# ---- block 1 ----
### Clock distribution, block 1

The bar under the picture is 100 um long.
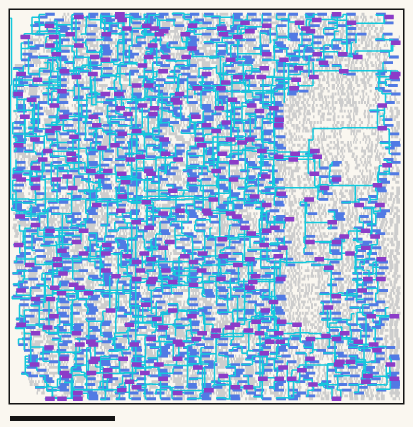
### Placement view, block 1

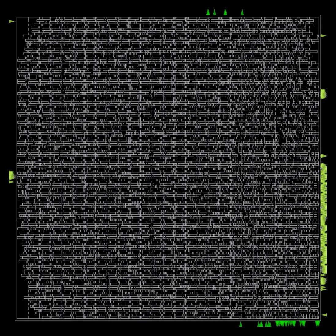
### I/O pins on the die edge, block 1

Pins as bars across the die edge, other pins in grey.
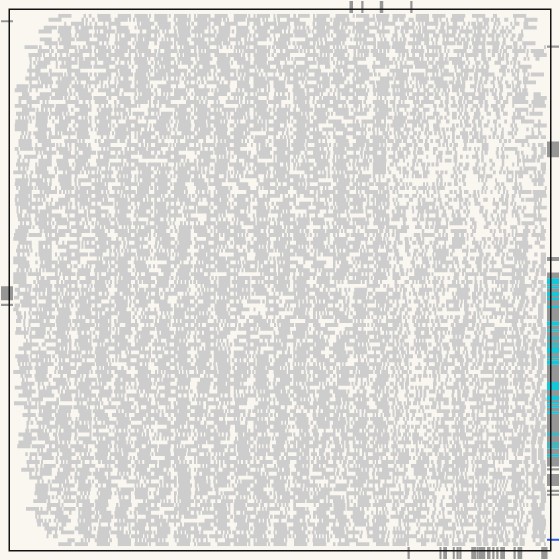
--- src/rtl/cpu_pkg.sv ---
// cpu_pkg: shared opcodes, pipeline register layouts and decode helpers for the 5-stage cpu
package cpu_pkg;
   localparam int DIV_DEFAULT = 34;
   localparam logic [31:0] NOP_WORD = 32'h0000_0000;
   localparam logic [5:0] OP_R = 6'h00, OP_MUL = 6'h1C, OP_ADDI = 6'h08, OP_LW = 6'h23, OP_SW = 6'h2B;
   localparam logic [5:0] FN_ADD = 6'h20, FN_SUB = 6'h22, FN_AND = 6'h24, FN_OR = 6'h25, FN_SLT = 6'h2A, FN_MUL = 6'h02;
   typedef enum logic [3:0] {A_NOP, A_ADD, A_SUB, A_AND, A_OR, A_SLT, A_MUL, A_ADDI, A_LW, A_SW} alu_op_t;
   typedef struct packed {
      alu_op_t     op;
      logic        we;
      logic [4:0]  dest;
      logic [31:0] a;
      logic [31:0] b;
      logic [31:0] imm;
   } id_ex_t;
   typedef struct packed {
      alu_op_t     op;
      logic        we;
      logic [4:0]  dest;
      logic [31:0] res;
      logic [31:0] store;
   } ex_mem_t;
   typedef struct packed {
      logic        we;
      logic [4:0]  dest;
      logic [31:0] val;
   } mem_wb_t;
   // anything not recognised collapses to A_NOP so it never writes state
   function automatic alu_op_t decode(input logic [31:0] ins);
      return (ins[31:26] == OP_R   && ins[5:0] == FN_ADD) ? A_ADD :
             (ins[31:26] == OP_R   && ins[5:0] == FN_SUB) ? A_SUB :
             (ins[31:26] == OP_R   && ins[5:0] == FN_AND) ? A_AND :
             (ins[31:26] == OP_R   && ins[5:0] == FN_OR ) ? A_OR  :
             (ins[31:26] == OP_R   && ins[5:0] == FN_SLT) ? A_SLT :
             (ins[31:26] == OP_MUL && ins[5:0] == FN_MUL) ? A_MUL :
             (ins[31:26] == OP_ADDI) ? A_ADDI :
             (ins[31:26] == OP_LW)   ? A_LW   :
             (ins[31:26] == OP_SW)   ? A_SW   : A_NOP;
   endfunction
   function automatic logic writes_reg(input alu_op_t op);
      return op != A_NOP && op != A_SW;
   endfunction
endpackage

--- src/rtl/cpu_mul_seq.sv ---
// mul_seq: 32-iteration shift-add multiplier producing the low 32 bits of a*b
module mul_seq (
   input  logic        CLK,
   input  logic        RST,
   input  logic        start,
   input  logic [31:0] a,
   input  logic [31:0] b,
   output logic        done,
   output logic [31:0] product
);
   logic [31:0] mc, mp;
   logic [5:0]  cnt;
   logic        busy;
   // one partial-product step per clock; start restarts from scratch
   always_ff @(posedge CLK or negedge RST)
      if (!RST) begin
         product <= '0;
         mc      <= '0;
         mp      <= '0;
         cnt     <= '0;
         busy    <= 1'b0;
         done    <= 1'b0;
      end else if (start) begin
         product <= '0;
         mc      <= a;
         mp      <= b;
         cnt     <= 6'd32;
         busy    <= 1'b1;
         done    <= 1'b0;
      end else if (busy) begin
         product <= product + (mp[0] ? mc : 32'd0);
         mc      <= mc << 1;
         mp      <= mp >> 1;
         cnt     <= cnt - 6'd1;
         busy    <= cnt != 6'd1;
         done    <= cnt == 6'd1;
      end
endmodule

--- src/rtl/cpu.sv ---
// cpu: 5-stage MIPS-subset pipeline advanced by a divided tick, no hazard handling
module cpu import cpu_pkg::*; #(
   parameter int DIV     = DIV_DEFAULT,
   parameter int PC_STEP = 4
) (
   input  logic        CLK,
   input  logic        RST,
   input  logic [31:0] Prog_BUS_READ,
   input  logic [31:0] Data_BUS_READ,
   output logic [31:0] ADDR_Prog,
   output logic        CS_P,
   output logic [31:0] ADDR,
   output logic [31:0] Data_BUS_WRITE,
   output logic        CS,
   output logic        WR_RD
);
   localparam int CW = $clog2(DIV);
   logic [CW-1:0] cnt;
   logic          tick, tick_q, mul_start, mul_done, mem_acc;
   logic [31:0]   pc, if_id, mul_product, writeBack;
   logic [31:0]   rf [32];
   id_ex_t        id_ex, id_ex_d;
   ex_mem_t       ex_mem, ex_mem_d;
   mem_wb_t       mem_wb, mem_wb_d;
   assign tick      = cnt == CW'(DIV - 1);
   assign mul_start = tick_q && id_ex.op == A_MUL;
   assign writeBack = mem_wb.we ? mem_wb.val : '0;
   assign mem_acc   = ex_mem.op == A_LW || ex_mem.op == A_SW;
   assign ADDR_Prog      = pc;
   assign CS_P           = RST;
   assign CS             = mem_acc;
   assign WR_RD          = ex_mem.op == A_SW;
   assign ADDR           = mem_acc ? ex_mem.res : '0;
   assign Data_BUS_WRITE = ex_mem.op == A_SW ? ex_mem.store : '0;
   mul_seq u_mul (
      .CLK     (CLK),
      .RST     (RST),
      .start   (mul_start),
      .a       (id_ex.a),
      .b       (id_ex.b),
      .done    (mul_done),
      .product (mul_product)
   );
   // tick divider; tick_q marks the first clock of each tick period to launch MUL
   always_ff @(posedge CLK or negedge RST)
      if (!RST) begin
         cnt    <= '0;
         tick_q <= 1'b0;
      end else begin
         cnt    <= tick ? '0 : cnt + 1'b1;
         tick_q <= tick;
      end
   // ID: decode and register reads; rf write lands on the same tick so old values are seen
   always_comb begin
      id_ex_d      = '0;
      id_ex_d.op   = decode(if_id);
      id_ex_d.dest = (id_ex_d.op == A_ADDI || id_ex_d.op == A_LW) ? if_id[20:16] : if_id[15:11];
      id_ex_d.we   = writes_reg(id_ex_d.op) && id_ex_d.dest != 5'd0;
      id_ex_d.a    = rf[if_id[25:21]];
      id_ex_d.b    = rf[if_id[20:16]];
      id_ex_d.imm  = {{16{if_id[15]}}, if_id[15:0]};
   end
   // EX: ALU result, address for LW/SW, or the finished multiplier product
   always_comb begin
      ex_mem_d       = '0;
      ex_mem_d.op    = id_ex.op;
      ex_mem_d.we    = id_ex.we;
      ex_mem_d.dest  = id_ex.dest;
      ex_mem_d.store = id_ex.b;
      ex_mem_d.res   = id_ex.op == A_ADD ? id_ex.a + id_ex.b :
                       id_ex.op == A_SUB ? id_ex.a - id_ex.b :
                       id_ex.op == A_AND ? id_ex.a & id_ex.b :
                       id_ex.op == A_OR  ? id_ex.a | id_ex.b :
                       id_ex.op == A_SLT ? {31'd0, $signed(id_ex.a) < $signed(id_ex.b)} :
                       id_ex.op == A_MUL ? (mul_done ? mul_product : '0) :
                       id_ex.a + id_ex.imm;
   end
   // MEM: loads take the bus data, everything else forwards the EX result
   always_comb begin
      mem_wb_d      = '0;
      mem_wb_d.we   = ex_mem.we;
      mem_wb_d.dest = ex_mem.dest;
      mem_wb_d.val  = ex_mem.op == A_LW ? Data_BUS_READ : ex_mem.res;
   end
   // PC and stage registers advance together on tick
   always_ff @(posedge CLK or negedge RST)
      if (!RST) begin
         pc     <= '0;
         if_id  <= NOP_WORD;
         id_ex  <= '0;
         ex_mem <= '0;
         mem_wb <= '0;
      end else if (tick) begin
         pc     <= pc + 32'(PC_STEP);
         if_id  <= Prog_BUS_READ;
         id_ex  <= id_ex_d;
         ex_mem <= ex_mem_d;
         mem_wb <= mem_wb_d;
      end
   // WB: register file write port; writes to $0 are already masked out in ID
   always_ff @(posedge CLK or negedge RST)
      if (!RST) begin
         for (int i = 0; i < 32; i++) rf[i] <= '0;
      end else if (tick && mem_wb.we) begin
         rf[mem_wb.dest] <= writeBack;
      end
endmodule

--- config.mk ---
export PLATFORM = sky130hd
export DESIGN_NAME = cpu
export DESIGN_NICKNAME = d
export VERILOG_FILES = /design/src/rtl/cpu_pkg.sv /design/src/rtl/cpu_mul_seq.sv /design/src/rtl/cpu.sv
export SDC_FILE = /design/constraint.sdc
export NUM_CORES = 2
export LEC_CHECK = 0
export ABC_CLOCK_PERIOD_IN_PS = 8400
export CELL_PAD_IN_SITES_DETAIL_PLACEMENT = 1
export CELL_PAD_IN_SITES_GLOBAL_PLACEMENT = 1
export CORE_MARGIN = 2
export CORE_UTILIZATION = 55
export CTS_CLUSTER_DIAMETER = 30
export DETAILED_ROUTE_END_ITERATION = 16
export PLACE_DENSITY_LB_ADDON = 0.1
export SETUP_SLACK_MARGIN = 0.1
export SYNTH_ARGS = -nofsm -noshare
export SYNTH_HDL_FRONTEND = slang
export SYNTH_SLANG_ARGS = --single-unit
export TNS_END_PERCENT = 5
--- constraint.sdc ---
create_clock -name CLK -period 8.4 [get_ports CLK]
set_input_delay 1.68 -clock CLK [delete_from_list [all_inputs] [get_ports CLK]]
set_output_delay 1.68 -clock CLK [all_outputs]
set_load 0.005 [all_outputs]
==> results.cfg <==
; synthesis and place-and-route metrics
[placement]
place.gp.congestion = 0.9647
hpwl_um = 161500

[floorplan]
die_area_mm2 = 0.1409
fp.dieH_um = 375.4
ioPinCount = 165
rows = 136
dieWidth_um = 375.4
fp_util = 0.5530

[power_and_ir_drop]
p_int_uw = 16260
power_switching_uw = 4807
finalPower_uw = 21070
powerComb_uw = 497
p_leak_uw = 0.03848

[job]
warnings = 120

[final_timing]
whs_ns = 0.4727

[synthesis]
ff_type = dfrtp_1
synthArstFlopShare = 1.000
ys_ff = 1399
synth_area_per_cell_um2 = 10.67
ys_seq_frac = 0.4616
netlist_logic_family_top = multiplexers
synthAoiAreaFrac = 0.1293
topCellsByArea = dfrtp_1, mux4_2, o21ai_0, nand2_1, ha_1

[global_route]
antenna_found_initial = 32
grt_use_total = 0.4511
grt_pass1_vias = 71590
grt_max_degree = 173
grt_pass1_wl_um = 472000

[hold_path]
hold_depth = 2
min_path_type = flop to flop

[final_layout]
final_cell_area_mm2 = 0.09000
buf_share = 0.02583
utilization = 0.6562

[clock_network]
cts_hold_buf = 0
clkSlewWorstSetupHoldPaths_ns = 0.05
cts_sinks = 1399

[status]
outcome = completed

[worst_setup_path]
critPathMaxFanout = 64
r2r_end = rf[662]
worstPathCellList = inv_1 -> ha_1 -> nand2_1 -> or4_4 -> inv_4 -> nand2_1 -> nor4b_2 -> nand3_4 -> o21ai_0
worst-setup-path-type = flop to flop
cpMostUsedCell = nand2_1

[routing]
vias_per_cell = 7.217
via_count = 65840
detail_route.iter0.violations = 7978
Notes on 'Clock distribution' of block 1 above:
cells driving clock nets: shown in purple, count 340. flip-flops: shown in blue, count 1399. clock wires: shown in cyan, length 25.6 mm.
Position of the flops: widely spread. There are 341 routed clock nets.
Worst-Skew Late Latency: 0.97 ns
Clock Power Share: 0.652
clock skew: 0.07491 ns
P_clk: 13700 uW

Notes on 'Placement view' of block 1 above:
Flops: 1399
core box area: 0.1372 mm^2
n_taps: 1794
Seq area share: 0.3895
final cell count without fillers: 9123

Notes on 'I/O pins on the die edge' of block 1 above:
`Data_BUS_READ`: shown in cyan, pins 32, direction input, edge right. `RST`: shown in blue, pins 1, direction input, edge right.
All pins by edge: 120 right, 30 bottom, 9 left, 6 top.

## worst max-delay path: cells and delay by family (launching register included)
| family | cells | cell delay (ns) |
|---|---|---|
| adder cells (fa/ha/maj) | 1 | 0.14 |
| flip-flops | 1 | 0.39 |
| AND-OR/OR-AND | 1 | 0.78 |
| buffers and inverters | 2 | 0.17 |
| AND/OR/NAND/NOR | 5 | 3.10 |
## registers in the layout, indices dropped and copies added, names as in the netlist
register       cells
mem_wb            38
u_mul.done         1
rf              1024
id_ex             48
ex_mem            74
tick_q             1
u_mul.cnt          6
cnt                6
ADDR_Prog         30
u_mul.product     32
u_mul.busy         1
u_mul.mc          32
ex_mem_d          42
if_id             32
u_mul.mp          32
## worst max path at each step
stage                                     to  slack, ns  depth (start not counted)
after global placement                rf[11]       3.76                          4
after CTS                 Data_BUS_WRITE[10]       3.61                          2
after floorplan                         CS_P       4.93                          1
after detailed placement             rf[139]       3.71                          4
after global routing      Data_BUS_WRITE[10]       3.55                          2
final                                rf[662]       3.55                          9
## per-layer routing
layer  part of all wire  GRT usage  routed length (um)
met1               0.35     0.5491              110900
met2               0.47     0.7043              147600
met3               0.11     0.1374               34170
met4              0.070     0.2865               22200
met5             0.0011          0                 333

# ---- block 2 ----
--- config.mk ---
export PLATFORM = sky130hd
export DESIGN_NAME = bit_serializer
export DESIGN_NICKNAME = d
export VERILOG_FILES = /design/src/rtl/ser_pkg.sv /design/src/rtl/bit_serializer.sv
export SDC_FILE = /design/constraint.sdc
export NUM_CORES = 1
export LEC_CHECK = 0
export ABC_AREA = 1
export CAP_MARGIN = 20
export CORE_UTILIZATION = 55
export DETAILED_ROUTE_END_ITERATION = 10
export DONT_BUFFER_PORTS = 1
export MAX_ROUTING_LAYER = met4
export PLACE_DENSITY = 0.71
export SYNTH_ARGS = -nofsm -noshare
export SYNTH_HDL_FRONTEND = slang
export SYNTH_SLANG_ARGS = --single-unit
--- constraint.sdc ---
create_clock -name clk -period 3.99 [get_ports clk]
set_clock_uncertainty 0.05 [all_clocks]
set_input_delay 0.399 -clock clk [delete_from_list [all_inputs] [get_ports clk]]
set_output_delay 0.399 -clock clk [all_outputs]
set_load 0.02 [all_outputs]
--- src/rtl/ser_pkg.sv ---
// rtl/ser_pkg.sv - shared constants and state type for the bit serializer
package ser_pkg;

  localparam int   DEF_WIDTH     = 8;
  localparam logic DEF_IDLE_BIT  = 1'b0;
  localparam bit   DEF_MSB_FIRST = 1'b1;

  typedef enum logic {
    ST_IDLE  = 1'b0,
    ST_SHIFT = 1'b1
  } ser_state_e;

  // Counter width for a word of the given length; at least one bit.
  function automatic int cnt_width(input int width);
    return (width > 1) ? $clog2(width) : 1;
  endfunction

endpackage

--- src/rtl/bit_serializer.sv ---
// rtl/bit_serializer.sv - parallel-in/serial-out stage with gapless word chaining
module bit_serializer
  import ser_pkg::*;
#(
  parameter int   WIDTH     = DEF_WIDTH,
  parameter bit   MSB_FIRST = DEF_MSB_FIRST,
  parameter logic IDLE_BIT  = DEF_IDLE_BIT
) (
  input  logic             clk,
  input  logic             reset,
  input  logic [WIDTH-1:0] data_in,
  input  logic             valid,
  output logic             ready,
  input  logic             flush,
  output logic             x,
  output logic             x_valid,
  output logic             last,
  output logic             busy
);

  localparam int               CNT_W    = cnt_width(WIDTH);
  localparam logic [CNT_W-1:0] LAST_CNT = CNT_W'(WIDTH - 1);

  ser_state_e       state, state_n;
  logic [WIDTH-1:0] sr, sr_n;
  logic [CNT_W-1:0] cnt, cnt_n;
  logic             x_n, x_valid_n, last_n, busy_n;
  logic             accept;

  // A new word may load while the final bit of the current one is on x.
  assign ready  = !flush && (state == ST_IDLE || cnt == LAST_CNT);
  assign accept = valid && ready;

  always_comb begin
    state_n   = state;
    sr_n      = sr;
    cnt_n     = cnt;
    x_n       = IDLE_BIT;
    x_valid_n = 1'b0;
    last_n    = 1'b0;
    busy_n    = 1'b0;

    if (flush) begin
      state_n = ST_IDLE;
      cnt_n   = '0;
    end else if (accept) begin
      state_n   = ST_SHIFT;
      sr_n      = data_in;
      cnt_n     = '0;
      x_n       = MSB_FIRST ? data_in[WIDTH-1] : data_in[0];
      x_valid_n = 1'b1;
      busy_n    = 1'b1;
    end else if (state == ST_SHIFT && cnt != LAST_CNT) begin
      sr_n      = MSB_FIRST ? {sr[WIDTH-2:0], 1'b0} : {1'b0, sr[WIDTH-1:1]};
      cnt_n     = cnt + 1'b1;
      x_n       = MSB_FIRST ? sr_n[WIDTH-1] : sr_n[0];
      x_valid_n = 1'b1;
      busy_n    = 1'b1;
      last_n    = (cnt_n == LAST_CNT);
    end else begin
      state_n = ST_IDLE;
      cnt_n   = '0;
    end
  end

  always_ff @(posedge clk or negedge reset) begin
    if (!reset) begin
      state   <= ST_IDLE;
      sr      <= '0;
      cnt     <= '0;
      x       <= IDLE_BIT;
      x_valid <= 1'b0;
      last    <= 1'b0;
      busy    <= 1'b0;
    end else begin
      state   <= state_n;
      sr      <= sr_n;
      cnt     <= cnt_n;
      x       <= x_n;
      x_valid <= x_valid_n;
      last    <= last_n;
      busy    <= busy_n;
    end
  end

endmodule

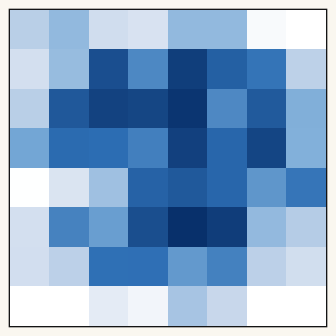
*Cell area per tile, block 2*
8 x 8 tiles, from white (low) to dark blue (high), 0 to 100% covered.
9.4% of the tiles are nearly empty. The mean over all tiles is 51%. 30% of the tiles are over 75% full. The densest ninth of the die: middle.
final core occ: 0.6504
floorplan utilization: 0.6212
core box area: 0.001156 mm^2

==> results.cfg <==
; synthesis and place-and-route metrics
[routing]
via_count = 491

[hold_path]
min_path_type = primary input to flop
hold_depth = 2

[power_and_ir_drop]
p_seq_frac = 0.537
p_sw_frac = 0.2752
peakVddDrop_mv = 0.2109
combPwrFrac = 0.144
finalPower_uw = 319.3
power_switching_uw = 87.86

[worst_setup_path]
worst-setup-path-type = flop to output pin
ff2ff_path_depth = 5
rr_startpoint = cnt[0]
r2r_slack_ns = 2.47

[final_layout]
largest_class = sequential cells
clock_buffers = 4
comb_area_um2 = 266.5
nMultiInputCombCells = 50
fillers = 101
seq_cell_count = 14
lay_top_count = nand2_1
clk_share = 0.04825
drive_above_1_share = 0.1136
signal_buffers = 1

[global_route]
grt_max_degree = 19
grt_overflow_total = 0

[floorplan]
die_area_mm2 = 0.001454
rows = 12
nWellTaps = 14

[final_timing]
maxSlewHeadroom = 0.5812
maxSlewViolCount = 0
setup_viol = 0
fin_setup_tns_ns = 0

[synthesis]
top_area_cell = dfrtp_1
yosysMostFrequentCell = nand2_1
syn_area_um2 = 718.2
ys_cells = 86
ys_ff = 14
edf_count = 0
synth.top_cells.by_count = nand2_1, inv_1, dfrtp_1

[clock_network]
cts_setup_buffers = 0
h-tree-depth = 1
ctsRootBufferMaster = clkbuf_4
cts_resized = 0

[status]
outcome = completed

[placement]
hpwl_um = 793.6
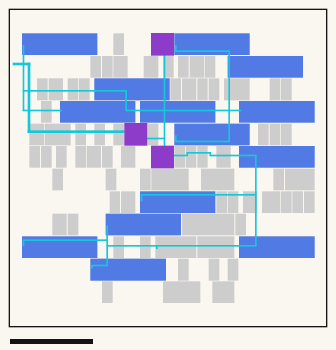
*Clock distribution, block 2*
The bar under the picture is 10 um long.
cells driving clock nets: shown in purple, count 3. flip-flops: shown in blue, count 14. clock wires: shown in cyan, length 181 um.
There are 4 routed clock nets.

flip-flops by register name, indices dropped and copies added (netlist names):
register	cells
state	1
cnt	3
last	1
busy	1
x	1
sr	7
per-layer routing:
| metal | GRT usage | share of wire | vias up |
|---|---|---|---|
| met5 | - | 0 | - |
| met4 | 0.08036 | 0.0071 | 0 |
| met3 | 0.03488 | 0.038 | 2 |
| met2 | 0.2881 | 0.46 | 12 |
| met1 | 0.2720 | 0.50 | 215 |
| li1 | - | - | 262 |
critical path: stages (launching register included):
cell and delay [ns]:
dfrtp_1 0.38, ha_1 0.16, ha_1 0.13, inv_1 0.07, nand2_1 0.09, inv_1 0.06
nor2_1 0.30
through the flow:
stage | worst slack, ns | instance area [um^2]
global placement | 2.412 | 705.7
CTS | 2.067 | 752.0
floorplan | 2.447 | 718.2
detailed placement | 2.374 | 705.7
finish | 2.075 | 752.0
global route | 1.928 | 752.0
logic make-up after synthesis:
| group | count (synthesis) | share of synthesized area |
|---|---|---|
| buffers and inverters | 22 | 0.1411 |
| adder cells (fa/ha/maj) | 3 | 0.05227 |
| AND-OR/OR-AND | 7 | 0.05923 |
| AND/OR/NAND/NOR | 40 | 0.2596 |
| flip-flops | 14 | 0.4878 |

# ---- block 3 ----
**src/rtl/rv_pkg.sv**
```systemverilog
// Shared constants and types for the rv_periph_ctrl peripheral slice.
// Holds the address map, register offsets and the seven-segment type.
package rv_pkg;

    localparam int XLEN = 32;

    localparam logic [XLEN-1:0] ADDRESS_PER = 32'h8000_0000;
    localparam logic [XLEN-1:0] ADDRESS_HEX = ADDRESS_PER + 32'h4;
    localparam logic [XLEN-1:0] ADDRESS_KEY = ADDRESS_PER + 32'h8;

    localparam logic [3:0] PER_CTRL_OFF = 4'h0;
    localparam logic [3:0] PER_HEX_OFF  = 4'h4;
    localparam logic [3:0] PER_KEY_OFF  = 4'h8;
    localparam logic [3:0] PER_EDGE_OFF = 4'hC;

    localparam int PER_CTRL_IRQ_BIT = 16;

    // Active-low segments, bit 0 = a ... bit 6 = g.
    typedef logic [6:0] seg7_t;
    localparam seg7_t SEG7_BLANK = 7'h7F;

    function automatic logic [XLEN-1:0] be_to_mask(input logic [3:0] be);
        logic [XLEN-1:0] mask;
        for (int b = 0; b < 4; b++) begin
            mask[8*b +: 8] = {8{be[b]}};
        end
        return mask;
    endfunction

endpackage

```
**src/rtl/rv_hex7seg.sv**
```systemverilog
// Combinational nibble-to-segment decoder, active-low outputs (0-F).
module rv_hex7seg
    import rv_pkg::*;
(
    input  logic [3:0] nibble_i,
    output seg7_t      seg_o
);

    always_comb begin
        seg_o = SEG7_BLANK;
        case (nibble_i)
            4'h0: seg_o = 7'h40;
            4'h1: seg_o = 7'h79;
            4'h2: seg_o = 7'h24;
            4'h3: seg_o = 7'h30;
            4'h4: seg_o = 7'h19;
            4'h5: seg_o = 7'h12;
            4'h6: seg_o = 7'h02;
            4'h7: seg_o = 7'h78;
            4'h8: seg_o = 7'h00;
            4'h9: seg_o = 7'h10;
            4'hA: seg_o = 7'h08;
            4'hB: seg_o = 7'h03;
            4'hC: seg_o = 7'h46;
            4'hD: seg_o = 7'h21;
            4'hE: seg_o = 7'h06;
            4'hF: seg_o = 7'h0E;
            default: seg_o = SEG7_BLANK;
        endcase
    end

endmodule

```
**src/rtl/rv_periph_ctrl.sv**
```systemverilog
// Memory-mapped seven-segment / key peripheral with edge interrupt.
// Define RV_PERIPH_DEBOUNCE_EN to add per-key debounce counters.
module rv_periph_ctrl
    import rv_pkg::*;
#(
    parameter logic [XLEN-1:0] BASE_ADDR  = ADDRESS_PER,
    parameter int              N_HEX      = 4,
    parameter int              N_KEY      = 4,
    parameter int              DEB_CYCLES = 50000
) (
    input  logic               clk_i,
    input  logic               rst_i,
    input  logic               req_i,
    input  logic               we_i,
    input  logic [XLEN-1:0]    addr_i,
    input  logic [3:0]         be_i,
    input  logic [XLEN-1:0]    wdata_i,
    output logic               sel_o,
    output logic               rvalid_o,
    output logic [XLEN-1:0]    rdata_o,
    input  logic [N_KEY-1:0]   key_i,
    output logic [7*N_HEX-1:0] hex_o,
    output logic               irq_o
);

    if (N_HEX < 1 || N_HEX > 8) begin : g_chk_hex
        $error("rv_periph_ctrl: N_HEX must be 1..8");
    end
    if (N_KEY < 1 || N_KEY > 16) begin : g_chk_key
        $error("rv_periph_ctrl: N_KEY must be 1..16");
    end
    if (DEB_CYCLES < 2) begin : g_chk_deb
        $error("rv_periph_ctrl: DEB_CYCLES must be >= 2");
    end

    localparam logic [XLEN-1:0] CTRL_MASK =
        (XLEN'(1) << PER_CTRL_IRQ_BIT) | XLEN'((64'd1 << N_HEX) - 64'd1);
    localparam logic [XLEN-1:0] HEX_MASK = XLEN'((64'd1 << (4*N_HEX)) - 64'd1);

    logic [XLEN-1:0]    off;
    logic [3:0]         reg_off;
    logic [XLEN-1:0]    wmask;
    logic               acc;
    logic               wr;
    logic [XLEN-1:0]    rd_val;
    logic [XLEN-1:0]    ctrl_q;
    logic [XLEN-1:0]    hex_q;
    logic [N_KEY-1:0]   edge_q;
    logic [N_KEY-1:0]   edge_clr;
    logic [N_KEY-1:0]   key_sync1;
    logic [N_KEY-1:0]   key_sync2;
    logic [N_KEY-1:0]   key_stable;
    logic [N_KEY-1:0]   stable_nxt;
    logic [N_KEY-1:0]   press;
    logic [7*N_HEX-1:0] seg_nxt;

    // Unsigned offset compare handles any BASE_ADDR alignment.
    assign off     = addr_i - BASE_ADDR;
    assign sel_o   = (off < XLEN'(16));
    assign reg_off = {off[3:2], 2'b00};
    assign wmask   = be_to_mask(be_i);
    assign acc     = req_i & sel_o;
    assign wr      = acc & we_i;

    always_comb begin
        rd_val = '0;
        case (reg_off)
            PER_CTRL_OFF: rd_val = ctrl_q;
            PER_HEX_OFF:  rd_val = hex_q;
            PER_KEY_OFF:  rd_val = XLEN'(key_stable);
            PER_EDGE_OFF: rd_val = XLEN'(edge_q);
            default:      rd_val = '0;
        endcase
    end

    assign edge_clr = (wr && reg_off == PER_EDGE_OFF) ? (wdata_i[N_KEY-1:0] & wmask[N_KEY-1:0])
                                                      : '0;
    assign press    = stable_nxt & ~key_stable;

    // ---- key synchroniser and stable level ----
    always_ff @(posedge clk_i or posedge rst_i) begin
        if (rst_i) begin
            key_sync1  <= '0;
            key_sync2  <= '0;
            key_stable <= '0;
        end else begin
            key_sync1  <= key_i;
            key_sync2  <= key_sync1;
            key_stable <= stable_nxt;
        end
    end

`ifdef RV_PERIPH_DEBOUNCE_EN
    localparam int             CNT_W    = $clog2(DEB_CYCLES + 1);
    localparam logic [CNT_W-1:0] CNT_LAST = CNT_W'(DEB_CYCLES - 1);

    logic [CNT_W-1:0] deb_cnt [N_KEY];

    always_ff @(posedge clk_i or posedge rst_i) begin
        if (rst_i) begin
            for (int k = 0; k < N_KEY; k++) deb_cnt[k] <= '0;
        end else begin
            for (int k = 0; k < N_KEY; k++) begin
                if (key_sync2[k] == key_stable[k] || deb_cnt[k] == CNT_LAST)
                    deb_cnt[k] <= '0;
                else
                    deb_cnt[k] <= deb_cnt[k] + CNT_W'(1);
            end
        end
    end

    always_comb begin
        stable_nxt = key_stable;
        for (int k = 0; k < N_KEY; k++) begin
            if (key_sync2[k] != key_stable[k] && deb_cnt[k] == CNT_LAST)
                stable_nxt[k] = key_sync2[k];
        end
    end
`else
    assign stable_nxt = key_sync2;
`endif

    for (genvar d = 0; d < N_HEX; d++) begin : g_digit
        seg7_t seg_dec;
        rv_hex7seg u_dec (
            .nibble_i (hex_q[4*d +: 4]),
            .seg_o    (seg_dec)
        );
        assign seg_nxt[7*d +: 7] = ctrl_q[d] ? seg_dec : SEG7_BLANK;
    end

    // ---- register file, response and display stage ----
    always_ff @(posedge clk_i or posedge rst_i) begin
        if (rst_i) begin
            ctrl_q   <= '0;
            hex_q    <= '0;
            edge_q   <= '0;
            rvalid_o <= 1'b0;
            rdata_o  <= '0;
            hex_o    <= '1;
        end else begin
            rvalid_o <= acc;
            rdata_o  <= (acc && !we_i) ? rd_val : '0;
            if (wr && reg_off == PER_CTRL_OFF)
                ctrl_q <= ((ctrl_q & ~wmask) | (wdata_i & wmask)) & CTRL_MASK;
            if (wr && reg_off == PER_HEX_OFF)
                hex_q <= ((hex_q & ~wmask) | (wdata_i & wmask)) & HEX_MASK;
            // A new press in the same cycle as its clear keeps the flag set.
            edge_q   <= (edge_q & ~edge_clr) | press;
            hex_o    <= seg_nxt;
        end
    end

    assign irq_o = ctrl_q[PER_CTRL_IRQ_BIT] & (|edge_q);

endmodule

```
**config.mk**
```make
export PLATFORM = sky130hd
export DESIGN_NAME = rv_periph_ctrl
export DESIGN_NICKNAME = d
export VERILOG_FILES = /design/src/rtl/rv_pkg.sv /design/src/rtl/rv_hex7seg.sv /design/src/rtl/rv_periph_ctrl.sv
export SDC_FILE = /design/constraint.sdc
export NUM_CORES = 1
export LEC_CHECK = 0
export CAP_MARGIN = 20
export CORE_MARGIN = 2
export CORE_UTILIZATION = 35
export DETAILED_ROUTE_END_ITERATION = 10
export PLACE_DENSITY = 0.68
export SYNTH_ARGS = -nofsm -noshare
export SYNTH_HDL_FRONTEND = slang
export SYNTH_HIERARCHICAL = 1
export SYNTH_SLANG_ARGS = --single-unit
```
**constraint.sdc**
```tcl
create_clock -name clk_i -period 2.3 [get_ports clk_i]
set_input_delay 0.345 -clock clk_i [delete_from_list [all_inputs] [get_ports clk_i]]
set_output_delay 0.345 -clock clk_i [all_outputs]
set_load 0.01 [all_outputs]
```
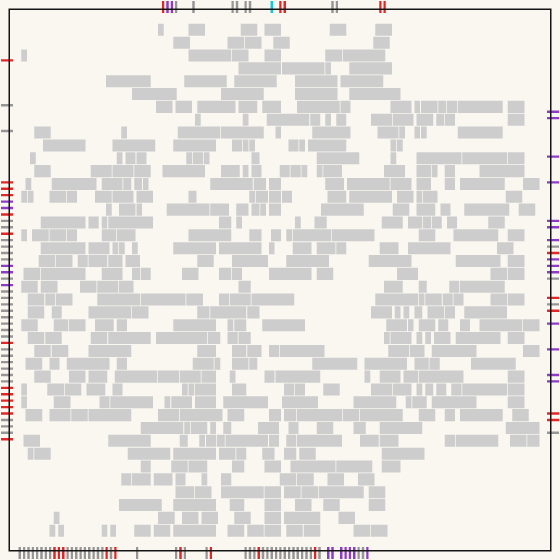
*I/O pins on the die edge, block 3*
Pins as bars across the die edge, other pins in grey.
`hex_o`: shown in purple, pins 28, direction output, edge 14 right, 7 bottom, 5 left, 2 top. `rdata_o`: shown in red, pins 32, direction output, edge 13 left, 9 bottom, 5 top, 5 right. `irq_o`: shown in cyan, pins 1, direction output, edge top.
Buffers on Ports: 105
Die Width: 114.4 um
Die Y: 114.4 um

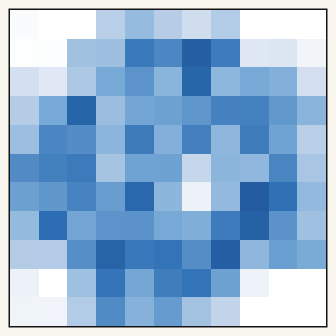
*Cell area per tile, block 3*
11 x 11 tiles, from white (low) to dark blue (high), 0 to 100% covered.
7.4% of the tiles are over 75% full. 11% of the tiles are nearly empty. The fullest tile reaches 83%. The mean over all tiles is 44%. The emptiest ninth of the die: top left.
final core occ: 0.4925
floorplan utilization: 0.3564
core box area: 0.01196 mm^2

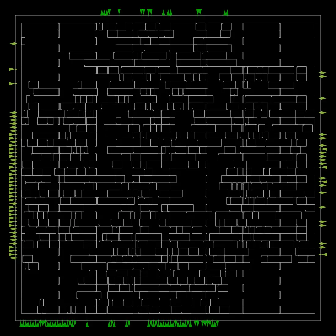
*Placement view, block 3*
n_taps: 147
row count: 40
Seq area share: 0.3585

==> results.cfg <==
; synthesis and place-and-route metrics
[final_layout]
seq_area_mm2 = 0.002112
lay_top_count = clkdlybuf4s50_1
fillers = 1064
seq_cell_count = 83
drive_above_1_share = 0.2234
comb_area_mm2 = 0.001989
final_cell_area_mm2 = 0.005891
nets = 578

[global_route]
grt_pass1_wl_um = 15070

[synthesis]
synth_cell_types = 35
top_area_cell = dfrtp_1
ys_cells = 351
yosysMostFrequentCell = dfrtp_1
synth.top_cells.by_count = dfrtp_1, nand2b_1, dfstp_2, ha_1, mux2_2
top_area_frac = 0.3229
ys_seq_frac = 0.4955

[routing]
detail_route.iter0.violations = 101
vias_per_cell = 4.692
via_count = 2937

[clock_network]
clkSlewWorstSetupHoldPaths_ns = 0.06
cts_setup_buffers = 2
cts_resized = 7
tritoncts = yes

[placement]
place_area_mm2 = 0.005508

[worst_setup_path]
cpMostUsedCell = buf_4
startpoint = addr_i[6]
ff2ff_path_depth = 5
r2r_slack_ns = 0.56
cp_num_buf_inv = 4

[power_and_ir_drop]
finalPower_uw = 3178
peakVddDrop_mv = 0.2850
p_seq_frac = 0.465
p_leak_uw = 0.002501

[status]
outcome = completed

[final_timing]
rsz0062_at_grt = no

[floorplan]
ioPinCount = 139

[hold_path]
min_path_type = flop to flop
[cell families after synthesis]
logic type	share of synthesized area
DFF	0.4955
AOI/OAI and AO/OA	0.04843
buffers and inverters	0.06545
other	0.0008797
and+or+nand+nor	0.1582
adders and majority gates	0.08218
muxes	0.1494
[power by group through the flow]
stage	clock network [uW]	logic (uW)	registers [uW]
6_report	1510	195	1480
5_1_grt	1620	212	1480
4_1_cts	1550	194	1480
3_5_place_dp	0	188	1500
3_3_place_gp	0	184	1500
2_1_floorplan	0	77.7	1500
[metrics by stage]
step / instances / hold slack, ns / worst slack, ns
2_1_floorplan: 365 / 0.3312 / 0.3403
6_report: 626 / 0.3475 / 0.1404
5_1_grt: 626 / 0.3581 / 0.03146
4_1_cts: 626 / 0.3499 / 0.09015
3_3_place_gp: 608 / 0.3366 / -0.2123
3_5_place_dp: 608 / 0.3355 / -0.2179
[routing by layer]
| layer | share of wire | track usage |
|---|---|---|
| met1 | 0.40 | 0.1676 |
| met2 | 0.53 | 0.2706 |
| met3 | 0.056 | 0.03547 |
| met4 | 0.017 | 0.06667 |
| met5 | 0 | 0 |

# ---- block 4 ----
File: config.mk
export PLATFORM = sky130hd
export DESIGN_NAME = thread_state_store
export DESIGN_NICKNAME = d
export VERILOG_FILES = /design/src/rtl/thread_state_store_pkg.sv /design/src/rtl/thread_valid_tracker.sv /design/src/rtl/thread_state_store.sv
export SDC_FILE = /design/constraint.sdc
export NUM_CORES = 1
export LEC_CHECK = 0
export CORE_ASPECT_RATIO = 0.7
export CORE_MARGIN = 2
export CORE_UTILIZATION = 45
export CTS_CLUSTER_SIZE = 28
export DETAILED_ROUTE_END_ITERATION = 12
export PLACE_DENSITY = 0.71
export SLEW_MARGIN = 10
export SYNTH_ARGS = -nofsm -noshare
export SYNTH_HDL_FRONTEND = slang
export SYNTH_HIERARCHICAL = 1
export SYNTH_SLANG_ARGS = --single-unit
File: constraint.sdc
create_clock -name CLK -period 15.7 [get_ports CLK]
set_input_delay 2.355 -clock CLK [delete_from_list [all_inputs] [get_ports CLK]]
set_output_delay 2.355 -clock CLK [all_outputs]
set_load 0.05 [all_outputs]
File: src/rtl/thread_state_store_pkg.sv
// rtl/thread_state_store_pkg.sv - shared widths and index helpers for the per-thread save/restore store
package thread_state_store_pkg;

   localparam int PROCB_SAVE_WIDTH = 64;

   // Highest set bit of v; 0 when v is 0, so a single-slot store still gets a 1-bit index.
   function automatic int msb(input int v);
      int r;
      r = 0;
      for (int i = 0; i < 32; i++) begin
         if (v[i]) r = i;
      end
      return r;
   endfunction

endpackage

File: src/rtl/thread_valid_tracker.sv
// rtl/thread_valid_tracker.sv - per-slot valid flags, occupancy count and empty flag
module thread_valid_tracker
   import thread_state_store_pkg::*;
#(
   parameter int N_THREADS     = 6,
   parameter int N_THREADS_MSB = msb(N_THREADS - 1)
) (
   input  logic                     CLK,
   input  logic                     RST,
   input  logic                     wr_en,
   input  logic [N_THREADS_MSB:0]   wr_thread_num,
   input  logic                     inv_en,
   input  logic [N_THREADS_MSB:0]   inv_thread_num,
   output logic [N_THREADS-1:0]     valid,
   output logic [N_THREADS_MSB+1:0] n_valid,
   output logic                     all_empty
);

   localparam int IDX_W = N_THREADS_MSB + 1;
   localparam int CNT_W = N_THREADS_MSB + 2;

   logic [N_THREADS-1:0] valid_next;
   logic [CNT_W-1:0]     count_next;
   logic                 wr_ok;
   logic                 inv_ok;

   assign wr_ok  = wr_en  && ({1'b0, wr_thread_num}  < (IDX_W + 1)'(N_THREADS));
   assign inv_ok = inv_en && ({1'b0, inv_thread_num} < (IDX_W + 1)'(N_THREADS));

   // Write beats invalidate on the same slot; counting the next vector nets simultaneous events.
   always_comb begin
      valid_next = valid;
      count_next = '0;
      for (int i = 0; i < N_THREADS; i++) begin
         if (wr_ok && (wr_thread_num == IDX_W'(i))) begin
            valid_next[i] = 1'b1;
         end else if (inv_ok && (inv_thread_num == IDX_W'(i))) begin
            valid_next[i] = 1'b0;
         end
         count_next = count_next + CNT_W'(valid_next[i]);
      end
   end

   always_ff @(posedge CLK) begin
      if (RST) begin
         valid     <= '0;
         n_valid   <= '0;
         all_empty <= 1'b1;
      end else begin
         valid     <= valid_next;
         n_valid   <= count_next;
         all_empty <= (count_next == '0);
      end
   end

endmodule

File: src/rtl/thread_state_store.sv
// rtl/thread_state_store.sv - per-thread record RAM with valid masking and optional registered read
module thread_state_store
   import thread_state_store_pkg::*;
#(
   parameter int N_THREADS     = 6,
   parameter int N_THREADS_MSB = msb(N_THREADS - 1),
   parameter int WIDTH         = PROCB_SAVE_WIDTH,
   parameter int REG_OUT       = 1
) (
   input  logic                     CLK,
   input  logic                     RST,
   input  logic                     wr_en,
   input  logic [N_THREADS_MSB:0]   wr_thread_num,
   input  logic [WIDTH-1:0]         din,
   input  logic                     inv_en,
   input  logic [N_THREADS_MSB:0]   inv_thread_num,
   input  logic                     rd_en,
   input  logic [N_THREADS_MSB:0]   rd_thread_num,
   output logic [WIDTH-1:0]         dout,
   output logic                     dout_valid,
   output logic [N_THREADS_MSB+1:0] n_valid,
   output logic                     all_empty
);

   localparam int IDX_W = N_THREADS_MSB + 1;

   logic [WIDTH-1:0]     mem [N_THREADS];
   logic [N_THREADS-1:0] valid;
   logic                 wr_ok;
   logic                 inv_ok;
   logic                 rd_ok;
   logic                 stored_valid;
   logic [WIDTH-1:0]     stored_data;

   assign wr_ok  = wr_en  && ({1'b0, wr_thread_num}  < (IDX_W + 1)'(N_THREADS));
   assign inv_ok = inv_en && ({1'b0, inv_thread_num} < (IDX_W + 1)'(N_THREADS));
   assign rd_ok  = ({1'b0, rd_thread_num} < (IDX_W + 1)'(N_THREADS));

   thread_valid_tracker #(
      .N_THREADS     (N_THREADS),
      .N_THREADS_MSB (N_THREADS_MSB)
   ) u_tracker (
      .CLK            (CLK),
      .RST            (RST),
      .wr_en          (wr_en),
      .wr_thread_num  (wr_thread_num),
      .inv_en         (inv_en),
      .inv_thread_num (inv_thread_num),
      .valid          (valid),
      .n_valid        (n_valid),
      .all_empty      (all_empty)
   );

   // No reset on the RAM: stale contents are hidden by the cleared valid flags.
   always_ff @(posedge CLK) begin
      if (!RST && wr_ok) mem[wr_thread_num] <= din;
   end

   assign stored_valid = rd_ok && valid[rd_thread_num];
   assign stored_data  = stored_valid ? mem[rd_thread_num] : '0;

   generate
      if (REG_OUT == 0) begin : g_comb_read
         assign dout       = stored_data;
         assign dout_valid = stored_valid;
      end else begin : g_reg_read
         logic [WIDTH-1:0] dout_q;
         logic             dout_valid_q;

         always_ff @(posedge CLK) begin
            if (RST) begin
               dout_q       <= '0;
               dout_valid_q <= 1'b0;
            end else if (rd_en) begin
               if (wr_ok && (wr_thread_num == rd_thread_num)) begin
                  dout_q       <= din;
                  dout_valid_q <= 1'b1;
               end else if (inv_ok && (inv_thread_num == rd_thread_num)) begin
                  dout_q       <= '0;
                  dout_valid_q <= 1'b0;
               end else begin
                  dout_q       <= stored_data;
                  dout_valid_q <= stored_valid;
               end
            end
         end

         assign dout       = dout_q;
         assign dout_valid = dout_valid_q;
      end
   endgenerate

endmodule

==> results.cfg <==
; synthesis and place-and-route metrics
[job]
warnings = 26

[final_timing]
maxSlewViolCount = 0
worst_slew_pin_slew_ns = 1.161
timing.fmax_mhz = 181.2
fin_setup_tns_ns = 0

[synthesis]
synth_cell_types = 45
synth_area_per_cell_um2 = 17.60

[placement]
port_buffers = 146

[worst_setup_path]
worstPathArrival_ns = 5.97
rr_startpoint = u_tracker/valid[0]

[power_and_ir_drop]
p_seq_uw = 1360

[global_route]
grt_overflow_total = 0

[final_layout]
final_cell_area_mm2 = 0.02201

[hold_path]
min_path_type = flop to flop

[clock_network]
h-tree-depth = 2

[routing]
vias_per_cell = 5.600

[status]
outcome = completed

[floorplan]
ioPinCount = 148
[state kept, by name, summed over array words and instances (netlist names)]
name / flops
u_tracker/valid: 6
dout_valid: 1
u_tracker/all_empty: 1
u_tracker/n_valid: 3
dout: 64
mem: 384
[final timing paths]
path / to / slack, ns / depth (start not counted)
max: dout[46] / 10.18 / 8
min: dout[60] / 0.49 / 2
max reg2reg: u_tracker/all_empty / 13.12 / 9
min reg2reg: dout[60] / 0.49 / 2
[placed cells by master, fill, tap and decap left out, types with 3 or more instances in the layout]
cell	synthesis	layout
dfxtp_1	75	75
mux4_2	64	64
nand3b_1	3	3
clkinv_2	0	8
nand2_1	65	65
clkbuf_16	0	45
nand3_2	10	10
xor2_1	3	3
inv_1	7	6
mux2_2	129	129
buf_4	6	17
nand2b_1	7	7
a311oi_2	50	50
clkdlybuf4s50_1	0	142
clkinv_1	0	7
a2bb2oi_1	3	3
edfxtp_1	384	384
fa_1	3	3
o2bb2ai_1	3	3
nor2_1	74	69
bufinv_16	0	6
a311oi_1	14	14
nor2b_1	4	4
clkbuf_1	30	10
nor2_4	0	5
nand3_1	55	55
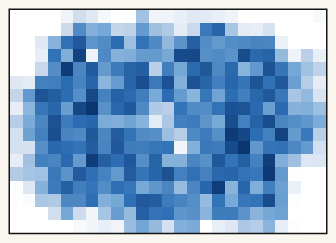
*Cell area per tile, block 4*
25 x 17 tiles, from white (low) to dark blue (high), 0 to 100% covered.
The mean over all tiles is 50%. The fullest tile reaches 98%. 13% of the tiles are nearly empty.

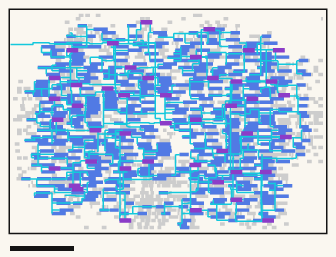
*Clock distribution, block 4*
The bar under the picture is 50 um long.
flip-flops: shown in blue, count 459. clock wires: shown in cyan, length 5160 um. cells driving clock nets: shown in purple, count 44.
There are 45 routed clock nets. Position of the flops: widely spread.
Worst-Skew Late Latency: 0.55 ns
clock skew: 0.009239 ns
Clock Power Share: 0.406
P_clk: 1080 uW

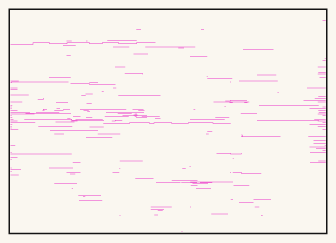
*M3 wires, block 4*
The layer carries 2150 um of wire. The longest straight run is 47.8 um. The wires run mostly horizontal. The layer holds 5.4% of the routed length.


# ---- block 5 ----
### src/rtl/calc_pkg.sv
// rtl/calc_pkg.sv - shared calculator datapath types and defaults
package calc_pkg;

    localparam int DEFAULT_WIDTH = 6;

    typedef enum logic [1:0] {
        IDLE = 2'd0,
        CALC = 2'd1,
        DONE = 2'd2
    } calc_state_e;

endpackage

### src/rtl/inv_fact_step.sv
// rtl/inv_fact_step.sv - one multiply-compare step of the inverse factorial search
module inv_fact_step
    import calc_pkg::*;
#(
    parameter int WIDTH = DEFAULT_WIDTH
) (
    input  logic [WIDTH-1:0]   acc,
    input  logic [WIDTH-1:0]   n,
    input  logic [WIDTH-1:0]   t,
    output logic [2*WIDTH-1:0] next_acc,
    output logic               advance
);

    logic [2*WIDTH-1:0] acc_w;
    logic [2*WIDTH-1:0] mult_w;
    logic [2*WIDTH-1:0] t_w;

    // acc never exceeds t, so acc*(n+1) always fits in 2*WIDTH bits
    assign acc_w    = {{WIDTH{1'b0}}, acc};
    assign mult_w   = {{WIDTH{1'b0}}, n} + {{(2*WIDTH-1){1'b0}}, 1'b1};
    assign t_w      = {{WIDTH{1'b0}}, t};
    assign next_acc = acc_w * mult_w;
    assign advance  = (next_acc <= t_w);

endmodule

### src/rtl/six_bit_inverse_factorial.sv
// rtl/six_bit_inverse_factorial.sv - iterative largest-n search with n! <= target
module six_bit_inverse_factorial
    import calc_pkg::*;
#(
    parameter int WIDTH = DEFAULT_WIDTH
) (
    input  logic             clk,
    input  logic             rst,
    input  logic             start,
    input  logic [WIDTH-1:0] target,
    output logic             busy,
    output logic             done,
    output logic [WIDTH-1:0] result,
    output logic             exact,
    output logic             invalid
);

    localparam logic [WIDTH-1:0] ONE = {{(WIDTH-1){1'b0}}, 1'b1};

    calc_state_e        state_q;
    calc_state_e        state_d;
    logic [WIDTH-1:0]   t_q;
    logic [WIDTH-1:0]   acc_q;
    logic [WIDTH-1:0]   n_q;
    logic [2*WIDTH-1:0] next_acc;
    logic               advance;

    inv_fact_step #(.WIDTH(WIDTH)) u_step (
        .acc      (acc_q),
        .n        (n_q),
        .t        (t_q),
        .next_acc (next_acc),
        .advance  (advance)
    );

    always_comb begin
        state_d = state_q;
        case (state_q)
            IDLE: begin
                if (start) begin
                    state_d = (target == '0) ? DONE : CALC;
                end
            end
            CALC: begin
                if (!advance) begin
                    state_d = DONE;
                end
            end
            DONE:    state_d = IDLE;
            default: state_d = IDLE;
        endcase
    end

    always_ff @(posedge clk) begin
        if (rst) begin
            state_q <= IDLE;
            t_q     <= '0;
            acc_q   <= ONE;
            n_q     <= ONE;
            result  <= '0;
            exact   <= 1'b0;
            invalid <= 1'b0;
        end else begin
            state_q <= state_d;
            case (state_q)
                IDLE: begin
                    if (start) begin
                        t_q     <= target;
                        acc_q   <= ONE;
                        n_q     <= ONE;
                        result  <= '0;
                        exact   <= 1'b0;
                        invalid <= (target == '0);
                    end
                end
                CALC: begin
                    if (advance) begin
                        acc_q <= next_acc[WIDTH-1:0];
                        n_q   <= n_q + ONE;
                    end else begin
                        result  <= n_q;
                        exact   <= (acc_q == t_q);
                        invalid <= 1'b0;
                    end
                end
                default: ;
            endcase
        end
    end

    assign busy = (state_q != IDLE);
    assign done = (state_q == DONE);

endmodule

### config.mk
export PLATFORM = sky130hd
export DESIGN_NAME = six_bit_inverse_factorial
export DESIGN_NICKNAME = d
export VERILOG_FILES = /design/src/rtl/calc_pkg.sv /design/src/rtl/inv_fact_step.sv /design/src/rtl/six_bit_inverse_factorial.sv
export SDC_FILE = /design/constraint.sdc
export NUM_CORES = 1
export LEC_CHECK = 0
export CAP_MARGIN = 20
export CORE_UTILIZATION = 56
export CTS_BUF_LIST = sky130_fd_sc_hd__clkbuf_4 sky130_fd_sc_hd__clkbuf_8
export DETAILED_ROUTE_END_ITERATION = 16
export HOLD_SLACK_MARGIN = 0.15
export PLACE_DENSITY_LB_ADDON = 0.2
export SLEW_MARGIN = 15
export SYNTH_ARGS = -nofsm -noshare
export SYNTH_HDL_FRONTEND = slang
export SYNTH_SLANG_ARGS = --single-unit
### constraint.sdc
create_clock -name clk -period 4.35 [get_ports clk]
set_clock_uncertainty 0.1 [all_clocks]
set_input_delay 0.87 -clock clk [delete_from_list [all_inputs] [get_ports clk]]
set_output_delay 0.87 -clock clk [all_outputs]
set_load 0.02 [all_outputs]
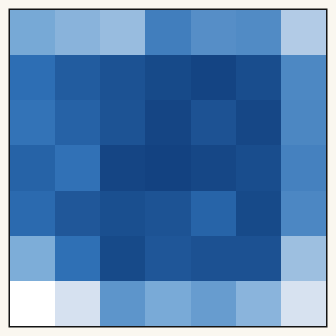
*Cell area per tile, block 5*
7 x 7 tiles, from white (low) to dark blue (high), 0 to 100% covered.
The mean over all tiles is 70%. The emptiest ninth of the die: bottom left. 2.0% of the tiles are nearly empty. 51% of the tiles are over 75% full. The densest ninth of the die: middle. The fullest tile reaches 93%.

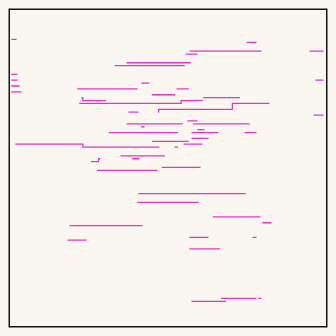
*M3 wires, block 5*
The layer carries 403 um of wire. The wires run mostly horizontal. The layer holds 5.3% of the routed length.
Total Wirelength: 7608 um
met3 Track Usage GR: 0.03841
routed vias: 2643

==> results.cfg <==
; synthesis and place-and-route metrics
[power_and_ir_drop]
peakVddDrop_mv = 0.3705
powerClk_uw = 215
clockPowerShare = 0.166
power_density_mw_per_mm2 = 333.5
maxPowerGroup = combinational cells

[final_timing]
finalWorstSetupSlack_ns = -0.3513
fin_setup_tns_ns = -6.363
setup_viol = 22

[global_route]
grt_use_total = 0.2879

[final_layout]
area_delta_synth_final_pct = 34.39
antennaDiodeCount = 0
final_cell_mix = buf_4, nand2_1, inv_1

[synthesis]
synth.net_count = 397
synthArstFlopShare = 0
synth_area_per_cell_um2 = 8.483
yosys_area_mm2 = 0.002893

[clock_network]
cts_sinks = 28
cts_hold_buf = 0
tritoncts = yes

[worst_setup_path]
cp_slowest_cell = fa_1
startpoint = n_q[0]
cp_top_family = adder cells

[status]
outcome = complete, but fails checks
violations = setup timing

[floorplan]
core-area_mm2 = 0.004848
## metal layers
layer / share of wire / vias up / global-route usage
li1: - / 1271 / -
met5: 0 / - / 0
met1: 0.43 / 1270 / 0.3858
met4: 0.021 / 0 / 0.06624
met3: 0.053 / 18 / 0.03841
met2: 0.49 / 84 / 0.4913
## state kept, by name (all words and copies together), names as in the netlist
register  cells
n_q           6
invalid       1
exact         1
result        6
t_q           6
state_q       2
acc_q         6
## logic make-up (layout without fill, tap and decap cells)
logic type,Yosys count,count (layout),synth area share
simple gates,129,129,0.2357
compound gates,61,61,0.1600
buf+inv,54,121,0.08045
fa+ha+maj,47,47,0.2552
flops,28,28,0.1938
xor+xnor,15,15,0.05060
mux,7,7,0.02422
## Yosys cell counts, types with 5 or more instances
cell and instances:
a21o_1 5, a21oi_1 23, and2_1 16, clkbuf_1 11, dfxtp_1 28, fa_1 20
ha_1 27, inv_1 38, mux2i_1 7, nand2_1 46, nand3_1 14, nor2_1 9
nor2b_1 14, nor3_1 5, o211ai_2 6, o21ai_0 6, xnor2_1 10
## repair_timing
action,CTS,global route
setup buffers,11,5
setup endpoints to repair,22,22
gates cloned,0,0
pin swaps,8,4
gates resized,15,8


## Gallery

Placement view.
image #1
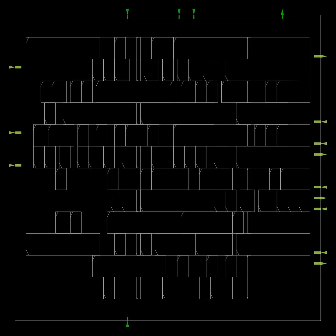
image #2
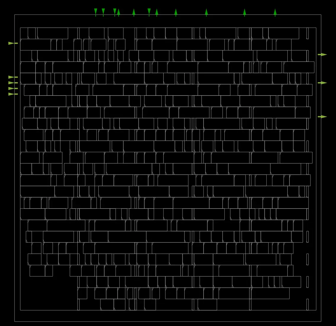
image #3
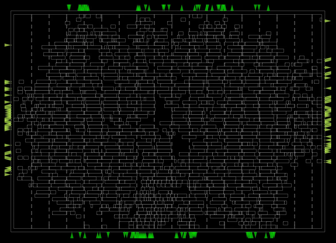
Image #3 comes from block 4.
Image #1 comes from block 2.
Image #2 comes from block 5.

Power figures rest on the tool's default switching activity, not on a simulated workload.
